=== design 1 ===
==> config.mk <==
export PLATFORM = sky130hd
export DESIGN_NAME = mac_acc_bank_flat
export DESIGN_NICKNAME = d
export VERILOG_FILES = /design/src/rtl/mac_acc_bank_pkg.sv /design/src/rtl/mac_acc_bank_if.sv /design/src/rtl/mac_acc_lane.sv /design/src/rtl/mac_acc_bank.sv /design/src/flat_wrapper.sv
export SDC_FILE = /design/constraint.sdc
export NUM_CORES = 1
export LEC_CHECK = 0
export CORE_UTILIZATION = 45
export CTS_CLUSTER_SIZE = 12
export DETAILED_ROUTE_END_ITERATION = 6
export PLACE_DENSITY = 0.73
export SLEW_MARGIN = 20
export SYNTH_ARGS = -nofsm -noshare
export SYNTH_HDL_FRONTEND = slang
export SYNTH_SLANG_ARGS = --single-unit
==> constraint.sdc <==
create_clock -name clk -period 5.3 [get_ports clk]
set_input_delay 0.53 -clock clk [delete_from_list [all_inputs] [get_ports clk]]
set_output_delay 0.53 -clock clk [all_outputs]
set_load 0.005 [all_outputs]
==> src/rtl/mac_acc_bank_pkg.sv <==
// Shared types and arithmetic helpers for the mac_acc_bank accumulator bank.
// Helpers work on a wide MAX_W container so one definition serves every lane width.
package mac_pkg;

    localparam int DEF_PROD_WIDTH = 16;
    localparam int DEF_ACC_WIDTH  = 19;
    localparam int MAX_W          = 64;

    typedef enum logic [1:0] {
        ST_IDLE  = 2'd0,
        ST_ACCUM = 2'd1,
        ST_DONE  = 2'd2
    } state_e;

    // Sign-extend the low w bits of v to MAX_W bits.
    function automatic logic signed [MAX_W-1:0] sext(input logic [MAX_W-1:0] v, input int w);
        logic [MAX_W-1:0] sh;
        sh = v << (MAX_W - w);
        return $signed(sh) >>> (MAX_W - w);
    endfunction

    function automatic logic out_of_range(input logic signed [MAX_W-1:0] s, input int w);
        logic signed [MAX_W-1:0] hi;
        logic signed [MAX_W-1:0] lo;
        hi = $signed((MAX_W'(1) << (w - 1)) - MAX_W'(1));
        lo = -$signed(MAX_W'(1) << (w - 1));
        return (s > hi) || (s < lo);
    endfunction

    // Clamp s to the signed range of a w-bit value.
    function automatic logic signed [MAX_W-1:0] saturate(input logic signed [MAX_W-1:0] s, input int w);
        logic signed [MAX_W-1:0] hi;
        logic signed [MAX_W-1:0] lo;
        hi = $signed((MAX_W'(1) << (w - 1)) - MAX_W'(1));
        lo = -$signed(MAX_W'(1) << (w - 1));
        if (s > hi) begin
            return hi;
        end else if (s < lo) begin
            return lo;
        end
        return s;
    endfunction

endpackage

==> src/rtl/mac_acc_bank_if.sv <==
// Control, product and result bundle of mac_acc_bank.
// master drives start/clear/products/out_ready; slave is the accumulator bank.
interface mac_acc_bank_if #(
    parameter int PROD_WIDTH = 16,
    parameter int ACC_WIDTH  = 19,
    parameter int NUM_LANES  = 4,
    parameter int TAP_COUNT  = 8
);
    localparam int CNT_WIDTH = $clog2(TAP_COUNT) + 1;

    logic                            start;
    logic                            clear;
    logic [NUM_LANES*PROD_WIDTH-1:0] prod_in;
    logic                            prod_valid;
    logic [NUM_LANES*ACC_WIDTH-1:0]  acc_out;
    logic                            out_valid;
    logic                            out_ready;
    logic                            busy;
    logic [CNT_WIDTH-1:0]            tap_idx;
    logic [NUM_LANES-1:0]            ovf;

    modport master (
        output start, clear, prod_in, prod_valid, out_ready,
        input  acc_out, out_valid, busy, tap_idx, ovf
    );

    modport slave (
        input  start, clear, prod_in, prod_valid, out_ready,
        output acc_out, out_valid, busy, tap_idx, ovf
    );

endinterface

==> src/rtl/mac_acc_lane.sv <==
// One accumulator lane: sign-extended add, wrap or clamp, sticky overflow flag.
// Optional clamping is enabled by defining MAC_ACC_SATURATE_EN.
module mac_acc_lane
    import mac_pkg::*;
#(
    parameter int PROD_WIDTH = DEF_PROD_WIDTH,
    parameter int ACC_WIDTH  = DEF_ACC_WIDTH
) (
    input  logic                  clk,
    input  logic                  rst_n,
    input  logic                  clr_en_i,
    input  logic                  add_en_i,
    input  logic [PROD_WIDTH-1:0] prod_i,
    output logic [ACC_WIDTH-1:0]  acc_o,
    output logic                  ovf_o
);

    logic [ACC_WIDTH-1:0]    acc_q, acc_d;
    logic                    ovf_q, ovf_d;
    logic signed [MAX_W-1:0] sum_full;

    // sum_full is exact: the wide container holds every ACC_WIDTH+1 bit sum.
    always_comb begin
        sum_full = sext(MAX_W'(acc_q), ACC_WIDTH) + sext(MAX_W'(prod_i), PROD_WIDTH);
        acc_d    = acc_q;
        ovf_d    = ovf_q;
        if (clr_en_i) begin
            acc_d = '0;
            ovf_d = 1'b0;
        end else if (add_en_i) begin
`ifdef MAC_ACC_SATURATE_EN
            acc_d = ACC_WIDTH'(saturate(sum_full, ACC_WIDTH));
            ovf_d = ovf_q | out_of_range(sum_full, ACC_WIDTH);
`else
            acc_d = ACC_WIDTH'(sum_full);
`endif
        end
    end

    always_ff @(posedge clk or negedge rst_n) begin
        if (!rst_n) begin
            acc_q <= '0;
            ovf_q <= 1'b0;
        end else begin
            acc_q <= acc_d;
            ovf_q <= ovf_d;
        end
    end

    assign acc_o = acc_q;
    assign ovf_o = ovf_q;

endmodule

==> src/rtl/mac_acc_bank.sv <==
// Multi-lane tap-counted MAC accumulator bank with valid/ready result handshake.
// Define MAC_ACC_SATURATE_EN to clamp lane sums and raise sticky ovf flags.
module mac_acc_bank
    import mac_pkg::*;
#(
    parameter int PROD_WIDTH = DEF_PROD_WIDTH,
    parameter int ACC_WIDTH  = DEF_ACC_WIDTH,
    parameter int NUM_LANES  = 4,
    parameter int TAP_COUNT  = 8,
    parameter int CNT_WIDTH  = $clog2(TAP_COUNT) + 1
) (
    input  logic         clk,
    input  logic         rst_n,
    mac_acc_bank_if.slave bus
);

    if (TAP_COUNT < 1) begin : g_bad_taps
        $error("mac_acc_bank: TAP_COUNT must be at least 1");
    end
    if (ACC_WIDTH + 1 > MAX_W) begin : g_bad_width
        $error("mac_acc_bank: ACC_WIDTH too wide for the helper container");
    end

    localparam logic [CNT_WIDTH-1:0] TAP_LAST = CNT_WIDTH'(TAP_COUNT);

    state_e               state_q, state_d;
    logic [CNT_WIDTH-1:0] tap_q, tap_d;
    logic [CNT_WIDTH-1:0] tap_inc;
    logic                 out_valid_q;
    logic                 busy_q;
    logic                 clr_en;
    logic                 add_en;

    logic [NUM_LANES*ACC_WIDTH-1:0] acc_all;
    logic [NUM_LANES-1:0]           ovf_all;

    assign tap_inc = tap_q + CNT_WIDTH'(1);

    // clear outranks everything; DONE only moves on once the result is accepted.
    always_comb begin
        state_d = state_q;
        tap_d   = tap_q;
        clr_en  = 1'b0;
        add_en  = 1'b0;
        if (bus.clear) begin
            state_d = ST_IDLE;
            tap_d   = '0;
            clr_en  = 1'b1;
        end else begin
            case (state_q)
                ST_IDLE: begin
                    if (bus.start) begin
                        state_d = ST_ACCUM;
                        tap_d   = '0;
                        clr_en  = 1'b1;
                    end
                end
                ST_ACCUM: begin
                    if (bus.prod_valid) begin
                        add_en = 1'b1;
                        tap_d  = tap_inc;
                        if (tap_inc == TAP_LAST) begin
                            state_d = ST_DONE;
                        end
                    end
                end
                ST_DONE: begin
                    if (bus.out_ready) begin
                        if (bus.start) begin
                            state_d = ST_ACCUM;
                            tap_d   = '0;
                            clr_en  = 1'b1;
                        end else begin
                            state_d = ST_IDLE;
                        end
                    end
                end
                default: begin
                    state_d = ST_IDLE;
                end
            endcase
        end
    end

    always_ff @(posedge clk or negedge rst_n) begin
        if (!rst_n) begin
            state_q     <= ST_IDLE;
            tap_q       <= '0;
            out_valid_q <= 1'b0;
            busy_q      <= 1'b0;
        end else begin
            state_q     <= state_d;
            tap_q       <= tap_d;
            out_valid_q <= (state_d == ST_DONE);
            busy_q      <= (state_d == ST_ACCUM);
        end
    end

    genvar gi;
    for (gi = 0; gi < NUM_LANES; gi++) begin : g_lane
        mac_acc_lane #(
            .PROD_WIDTH(PROD_WIDTH),
            .ACC_WIDTH (ACC_WIDTH)
        ) u_lane (
            .clk     (clk),
            .rst_n   (rst_n),
            .clr_en_i(clr_en),
            .add_en_i(add_en),
            .prod_i  (bus.prod_in[gi*PROD_WIDTH +: PROD_WIDTH]),
            .acc_o   (acc_all[gi*ACC_WIDTH +: ACC_WIDTH]),
            .ovf_o   (ovf_all[gi])
        );
    end

    assign bus.acc_out   = acc_all;
    assign bus.ovf       = ovf_all;
    assign bus.out_valid = out_valid_q;
    assign bus.busy      = busy_q;
    assign bus.tap_idx   = tap_q;

endmodule

==> src/flat_wrapper.sv <==
// flat-port wrapper written by rule: the top's interface ports become plain ports
module mac_acc_bank_flat import mac_pkg::*;
#(
    parameter int PROD_WIDTH = DEF_PROD_WIDTH,
    parameter int ACC_WIDTH  = DEF_ACC_WIDTH,
    parameter int NUM_LANES  = 4,
    parameter int TAP_COUNT  = 8,
    parameter int CNT_WIDTH  = $clog2(TAP_COUNT) + 1
)
  (clk, rst_n, bus_start, bus_clear, bus_prod_in, bus_prod_valid, bus_out_ready, bus_acc_out, bus_out_valid, bus_busy, bus_tap_idx, bus_ovf);
  mac_acc_bank_if #(.PROD_WIDTH(PROD_WIDTH), .ACC_WIDTH(ACC_WIDTH), .NUM_LANES(NUM_LANES), .TAP_COUNT(TAP_COUNT)) bus_i ();
  input  logic clk;
  input  logic rst_n;
  input wire logic [$bits(bus_i.start)-1:0] bus_start;
  input wire logic [$bits(bus_i.clear)-1:0] bus_clear;
  input wire logic [$bits(bus_i.prod_in)-1:0] bus_prod_in;
  input wire logic [$bits(bus_i.prod_valid)-1:0] bus_prod_valid;
  input wire logic [$bits(bus_i.out_ready)-1:0] bus_out_ready;
  output wire logic [$bits(bus_i.acc_out)-1:0] bus_acc_out;
  output wire logic [$bits(bus_i.out_valid)-1:0] bus_out_valid;
  output wire logic [$bits(bus_i.busy)-1:0] bus_busy;
  output wire logic [$bits(bus_i.tap_idx)-1:0] bus_tap_idx;
  output wire logic [$bits(bus_i.ovf)-1:0] bus_ovf;
  assign bus_i.start = bus_start;
  assign bus_i.clear = bus_clear;
  assign bus_i.prod_in = bus_prod_in;
  assign bus_i.prod_valid = bus_prod_valid;
  assign bus_i.out_ready = bus_out_ready;
  assign bus_acc_out = bus_i.acc_out;
  assign bus_out_valid = bus_i.out_valid;
  assign bus_busy = bus_i.busy;
  assign bus_tap_idx = bus_i.tap_idx;
  assign bus_ovf = bus_i.ovf;
  mac_acc_bank #(.PROD_WIDTH(PROD_WIDTH), .ACC_WIDTH(ACC_WIDTH), .NUM_LANES(NUM_LANES), .TAP_COUNT(TAP_COUNT), .CNT_WIDTH(CNT_WIDTH)) u_core (.clk(clk), .rst_n(rst_n), .bus(bus_i));
endmodule
=== design 2 ===
`src/rtl/counter_window_arb_if.sv`:
```
// Requester-side bundle for counter_window_arb: requests, window lengths,
// grants, the shared counter value, status and the debug FSM state.
interface counter_window_arb_if #(
  parameter int NREQ = 4,
  parameter int CW   = 8
);
  // Handshake: req[i] is a level held by requester i while it wants a window.
  // gnt[i] high means the window is running. done[i] pulses for one cycle
  // when the window ends. req may drop at any time after gnt rises without
  // affecting the window.
  logic [NREQ-1:0]    req;
  logic [NREQ*CW-1:0] len;
  logic [NREQ-1:0]    gnt;
  logic [CW-1:0]      count;
  logic               busy;
  logic [NREQ-1:0]    done;
  logic [1:0]         state;

  modport master (output req, len, input gnt, count, busy, done, state);
  modport slave  (input req, len, output gnt, count, busy, done, state);
endinterface

```
`src/rtl/counter_window_arb.sv`:
```
// Shares one CW-bit up-counter among NREQ requesters, one window at a time.
// Define RR_ARB_EN for round-robin arbitration; otherwise lowest index wins.
module counter_window_arb #(
  parameter int NREQ = 4,
  parameter int CW   = 8
) (
  input logic              clk,
  input logic              reset,
  counter_window_arb_if.slave bus
);

  localparam int IW = (NREQ > 1) ? $clog2(NREQ) : 1;

  localparam logic [1:0] IDLE = 2'd0;
  localparam logic [1:0] RUN  = 2'd1;
  localparam logic [1:0] DONE = 2'd2;

  logic [1:0]      state_q;
  logic [NREQ-1:0] gnt_q;
  logic [NREQ-1:0] done_q;
  logic [CW-1:0]   count_q;
  logic [CW-1:0]   len_q;
  logic            busy_q;

  logic [IW-1:0]   win;
  logic            found;
  logic [NREQ-1:0] win_onehot;

`ifdef RR_ARB_EN
  logic [IW-1:0] rr_ptr;
  logic [IW-1:0] cand;

  // Scan upward from the pointer, wrapping, and take the first requester.
  always_comb begin
    found = 1'b0;
    win   = '0;
    cand  = '0;
    for (int i = 0; i < NREQ; i++) begin
      cand = IW'((int'(rr_ptr) + i) % NREQ);
      if (!found && bus.req[cand]) begin
        found = 1'b1;
        win   = cand;
      end
    end
  end
`else
  always_comb begin
    found = |bus.req;
    win   = '0;
    for (int i = NREQ - 1; i >= 0; i--) begin
      if (bus.req[i]) win = IW'(i);
    end
  end
`endif

  assign win_onehot = NREQ'(1) << win;

  always_ff @(posedge clk or negedge reset) begin
    if (!reset) begin
      state_q <= IDLE;
      gnt_q   <= '0;
      done_q  <= '0;
      count_q <= '0;
      len_q   <= '0;
      busy_q  <= 1'b0;
`ifdef RR_ARB_EN
      rr_ptr  <= '0;
`endif
    end else begin
      case (state_q)
        IDLE: begin
          if (found) begin
            gnt_q   <= win_onehot;
            len_q   <= bus.len[win*CW +: CW];
            count_q <= '0;
            busy_q  <= 1'b1;
            state_q <= RUN;
`ifdef RR_ARB_EN
            rr_ptr  <= (win == IW'(NREQ - 1)) ? '0 : win + 1'b1;
`endif
          end
        end
        RUN: begin
          // A latched length of 0 underflows to all-ones: a full 2^CW window.
          if (count_q == len_q - CW'(1)) begin
            done_q  <= gnt_q;
            gnt_q   <= '0;
            state_q <= DONE;
          end else begin
            count_q <= count_q + CW'(1);
          end
        end
        DONE: begin
          done_q  <= '0;
          busy_q  <= 1'b0;
          count_q <= '0;
          state_q <= IDLE;
        end
        default: begin
          state_q <= IDLE;
          gnt_q   <= '0;
          done_q  <= '0;
          busy_q  <= 1'b0;
          count_q <= '0;
        end
      endcase
    end
  end

  assign bus.gnt   = gnt_q;
  assign bus.done  = done_q;
  assign bus.count = count_q;
  assign bus.busy  = busy_q;
  assign bus.state = state_q;

endmodule

```
`src/flat_wrapper.sv`:
```
// flat-port wrapper written by rule: the top's interface ports become plain ports
module counter_window_arb_flat 
#(
  parameter int NREQ = 4,
  parameter int CW   = 8
)
  (clk, reset, bus_req, bus_len, bus_gnt, bus_count, bus_busy, bus_done, bus_state);
  counter_window_arb_if #(.NREQ(NREQ), .CW(CW)) bus_i ();
  input logic clk;
  input logic reset;
  input wire logic [$bits(bus_i.req)-1:0] bus_req;
  input wire logic [$bits(bus_i.len)-1:0] bus_len;
  output wire logic [$bits(bus_i.gnt)-1:0] bus_gnt;
  output wire logic [$bits(bus_i.count)-1:0] bus_count;
  output wire logic [$bits(bus_i.busy)-1:0] bus_busy;
  output wire logic [$bits(bus_i.done)-1:0] bus_done;
  output wire logic [$bits(bus_i.state)-1:0] bus_state;
  assign bus_i.req = bus_req;
  assign bus_i.len = bus_len;
  assign bus_gnt = bus_i.gnt;
  assign bus_count = bus_i.count;
  assign bus_busy = bus_i.busy;
  assign bus_done = bus_i.done;
  assign bus_state = bus_i.state;
  counter_window_arb #(.NREQ(NREQ), .CW(CW)) u_core (.clk(clk), .reset(reset), .bus(bus_i));
endmodule
```
`config.mk`:
```
export PLATFORM = sky130hd
export DESIGN_NAME = counter_window_arb_flat
export DESIGN_NICKNAME = d
export VERILOG_FILES = /design/src/rtl/counter_window_arb_if.sv /design/src/rtl/counter_window_arb.sv /design/src/flat_wrapper.sv
export SDC_FILE = /design/constraint.sdc
export NUM_CORES = 1
export LEC_CHECK = 0
export ABC_AREA = 1
export CORE_UTILIZATION = 41
export CTS_CLUSTER_DIAMETER = 120
export DETAILED_ROUTE_END_ITERATION = 10
export PLACE_DENSITY = 0.76
export SLEW_MARGIN = 10
export SYNTH_ARGS = -nofsm -noshare
export SYNTH_HDL_FRONTEND = slang
export SYNTH_SLANG_ARGS = --single-unit
```
`constraint.sdc`:
```
create_clock -name clk -period 1.65 [get_ports clk]
set_input_delay 0.2475 -clock clk [delete_from_list [all_inputs] [get_ports clk]]
set_output_delay 0.2475 -clock clk [all_outputs]
set_load 0.1 [all_outputs]
```
design_2/registers.png
Other sequential cells in the stronger grey, the rest of the logic in the fainter grey.
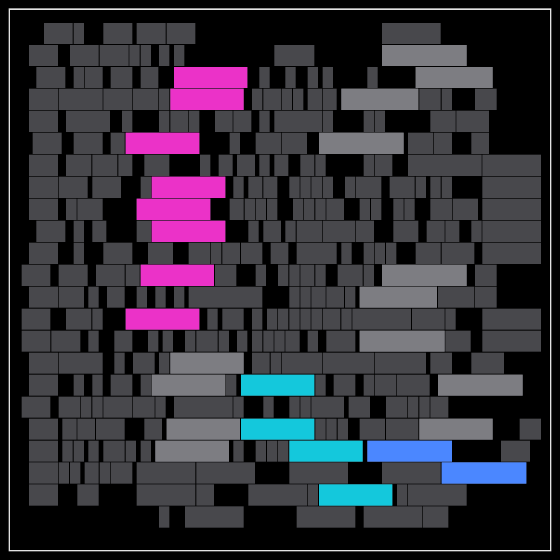
legend:
  u_core.len_q:
    colour: magenta
    placed_flops: 8
  u_core.bus.done:
    colour: cyan
    placed_flops: 4
    where: south
  u_core.bus.state:
    colour: blue
    placed_flops: 2

==> results_dict.tcl, design 2 <==
# collected from the flow reports
set metrics [dict create \
    yosys-top-cells-count "94 x nand2_1, 27 x dfrtp_1, 21 x inv_1, 18 x nor2_1, 17 x nand3_1" \
    whs_ns 0.326 \
    p_leak_nw 1.39 \
    setup_slack_ns -0.219 \
    io_pins 57 \
    critical-path-slowest-cell "dfrtp_1" \
    tightest_slew_ns 0.346 \
    synth_cells 240 \
    cts_root_buffer "clkbuf_8" \
    ant_nets 0 \
    worst-r2r-cell-count 13 \
    place_area_um2 2760 \
    fmax_mhz 535 \
    nNonClkBuffers 81 \
    clkCellAreaFrac_pct 1.57 \
    vias 1842 \
    drt_iter0_markers 109 \
    ff_type "dfrtp_1" \
    dp_hpwl_um 3590 \
    seq-power_w 0.000661 \
    combGateArea_um2 1060 \
    instances_no_fill 373 \
    clock_skew_ns 0.00326 \
    antenna_found_initial 0 \
    grt-ovfl-total 0 \
    wire_per_inst_um 12.3 \
    grt_pass1_vias 1790 \
    area.sequential_um2 706 \
    pwr-share-comb_pct 12.4 \
    critPathCapture "u_core.bus.count[3]" \
    yosys_area_um2 1720 \
    power.switching_w 0.000276 \
    setup_violations 18 \
    final_util_pct 73.2 \
    status "finished with violations" \
    edf_count 0 \
    first_pass_iters 4 \
    synth_seq_share_pct 39.2 \
    dp.cells 366 \
    ctsHtreeMaxLevel 1 \
    path_clk_slew_ns 0.10 \
    crit_chain "buf_4, nor2_2, nand2_2, nor2_2, nand2_1, nand3_1, nand2_1, nor2_2, nand3_2, nand2_4, clkbuf_16, nand2_1, nand2_1" \
    io_buffer_count 56 \
    path_delay_family "simple AND/OR/NAND/NOR gates" \
    internal-power_w 0.000927 \
    finalHoldViolCount 0 \
    startpoint "u_core.len_q[1]" \
    yosys.area.top_type_share_pct 39.2 \
    violations "negative setup slack" \
    irDropWorstVdd_mv 0.321 \
]
design 2: logic make-up after synthesis:
logic type | after synthesis | synth area share (%)
simple gates | 148 | 37.0
buf+inv | 29 | 7.33
flops | 27 | 39.2
compound gates | 26 | 11.0
xor+xnor | 8 | 4.07
fa+ha+maj | 2 | 1.45
design 2: layer usage:
layer  track usage, %  vias to the layer above  routed length (um)
met5                0                        -                   0
met4             7.98                        0                  54
met3             3.94                        5                 216
met2             40.5                       55                2340
met1             26.8                      830                2000
li1                 -                      952                   -
design 2: state kept, by name (all words and copies together), names as in the netlist:
name              cells
u_core.bus.state      2
u_core.bus.count      8
u_core.len_q          8
u_core.bus.busy       1
u_core.bus.gnt        4
u_core.bus.done       4
design 2: timing repair:
item	4_1_cts	5_1_grt
setup buffers	1	1
hold buffers	0	0
gates cloned	0	1
pin swaps	4	11
resized	7	21
endpoints found under the setup margin	17	23
design 2: per-stage QoR:
stage	total power [W]	setup slack [ns]
2_1_floorplan	0.000700	-0.0274
3_3_place_gp	0.000821	-0.0998
3_5_place_dp	0.000822	-0.194
4_1_cts	0.00120	-0.119
5_1_grt	0.00123	-0.359
6_report	0.00120	-0.219
design_1/registers.png
Other sequential cells in the stronger grey, the rest of the logic in the fainter grey.
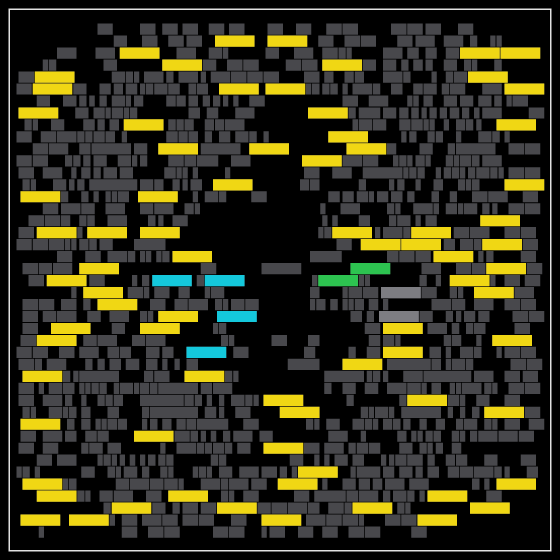
legend:
  u_core.state_q:
    colour: green
    placed_flops: 2
  u_core.g_lane.u_lane.acc_o:
    colour: yellow
    placed_flops: 76
    where: spread over the die
  u_core.bus.tap_idx:
    colour: cyan
    placed_flops: 4
final core occ: 61.0%
flop share of the area: 24.5%

design_1/final_placement.png
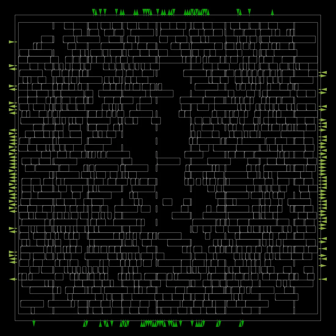
number of sequential cells: 84
row count: 43
fillers: 1235
Tapcells: 180

==> results_dict.tcl, design 1 <==
# collected from the flow reports
set metrics [dict create \
    startpoint "bus_prod_in[48]" \
    yosys.area.top_type_share_pct 32.1 \
    pwr-share-seq_pct 36.8 \
    met2_length_um 7640 \
    synth_top_cell_by_count "nand2_1" \
    ys_sh_xor_pct 8.15 \
    status "complete, no violations" \
    synth.avg_cell_area_um2 8.61 \
    n_clock_buffer 12 \
    io_pins 156 \
    setup.worst_path.end_class "flop" \
    ff_type "dfrtp_1" \
    synth_warnings 0 \
    io_buffer_count 151 \
    cts_resized 0 \
    final_common_cell "clkdlybuf4s50_1" \
    power.switching_w 0.000514 \
    powerDensity_nw_per_um2 218 \
    rsz0062_at_grt "no" \
    clkCellAreaFrac_pct 4.10 \
    area.sequential_um2 2100 \
    combGateArea_um2 4250 \
    p_total_w 0.00187 \
    critPathKind "in -> reg" \
    met2_usage_pct 37.5 \
    pwr-share-comb_pct 22.9 \
    syn_to_final_growth_pct 30.8 \
    logic_gate_count 625 \
    mux_area_share_pct 0.153 \
    dieWidth_um 123 \
    grt.busiest_layer "met2" \
    first_pass_iters 4 \
    highest_layer "met4" \
    setup_violations 0 \
]
design 1: registers in the layout, summed over array words and instances (netlist names):
name	flops
u_core.g_lane.u_lane.acc_o	76
u_core.state_q	2
u_core.bus.busy	1
u_core.bus.out_valid	1
u_core.bus.tap_idx	4
design 1: critical path, cell delays in order:
cell and delay (ns):
clkdlybuf4s50_1 0.47, ha_1 0.22, inv_1 0.08, fa_1 0.38, nand2b_1 0.19, a21oi_1 0.20, o21ai_1 0.18, a2111oi_4 0.36
nor4_1 0.09, or4b_1 0.50, o211ai_1 0.10
design 1: worst paths after layout:
kind                                                endpoint  slack (ns)  cells past startpoint
min in group clk            u_core.g_lane[1].u_lane.acc_o[6]        0.51                      2
max                        u_core.g_lane[3].u_lane.acc_o[18]        2.26                     11
min                        u_core.g_lane[0].u_lane.acc_o[11]        0.17                      1
max in group asynchronous  u_core.g_lane[1].u_lane.acc_o[10]        4.15                      2
min reg2reg                 u_core.g_lane[1].u_lane.acc_o[6]        0.51                      2
max reg2reg                u_core.g_lane[3].u_lane.acc_o[18]        2.52                     10


==> gallery <==
The metal 2 layer.
image #1
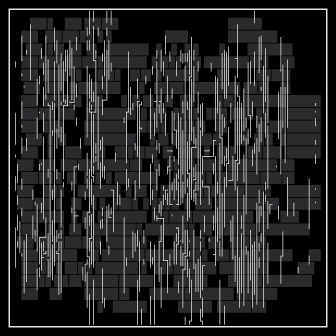
image #2
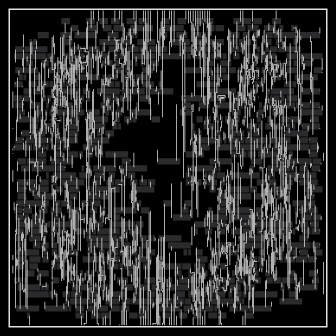
- image #1 = design 2
- image #2 = design 1

Power is estimated from default activity; no workload was simulated.
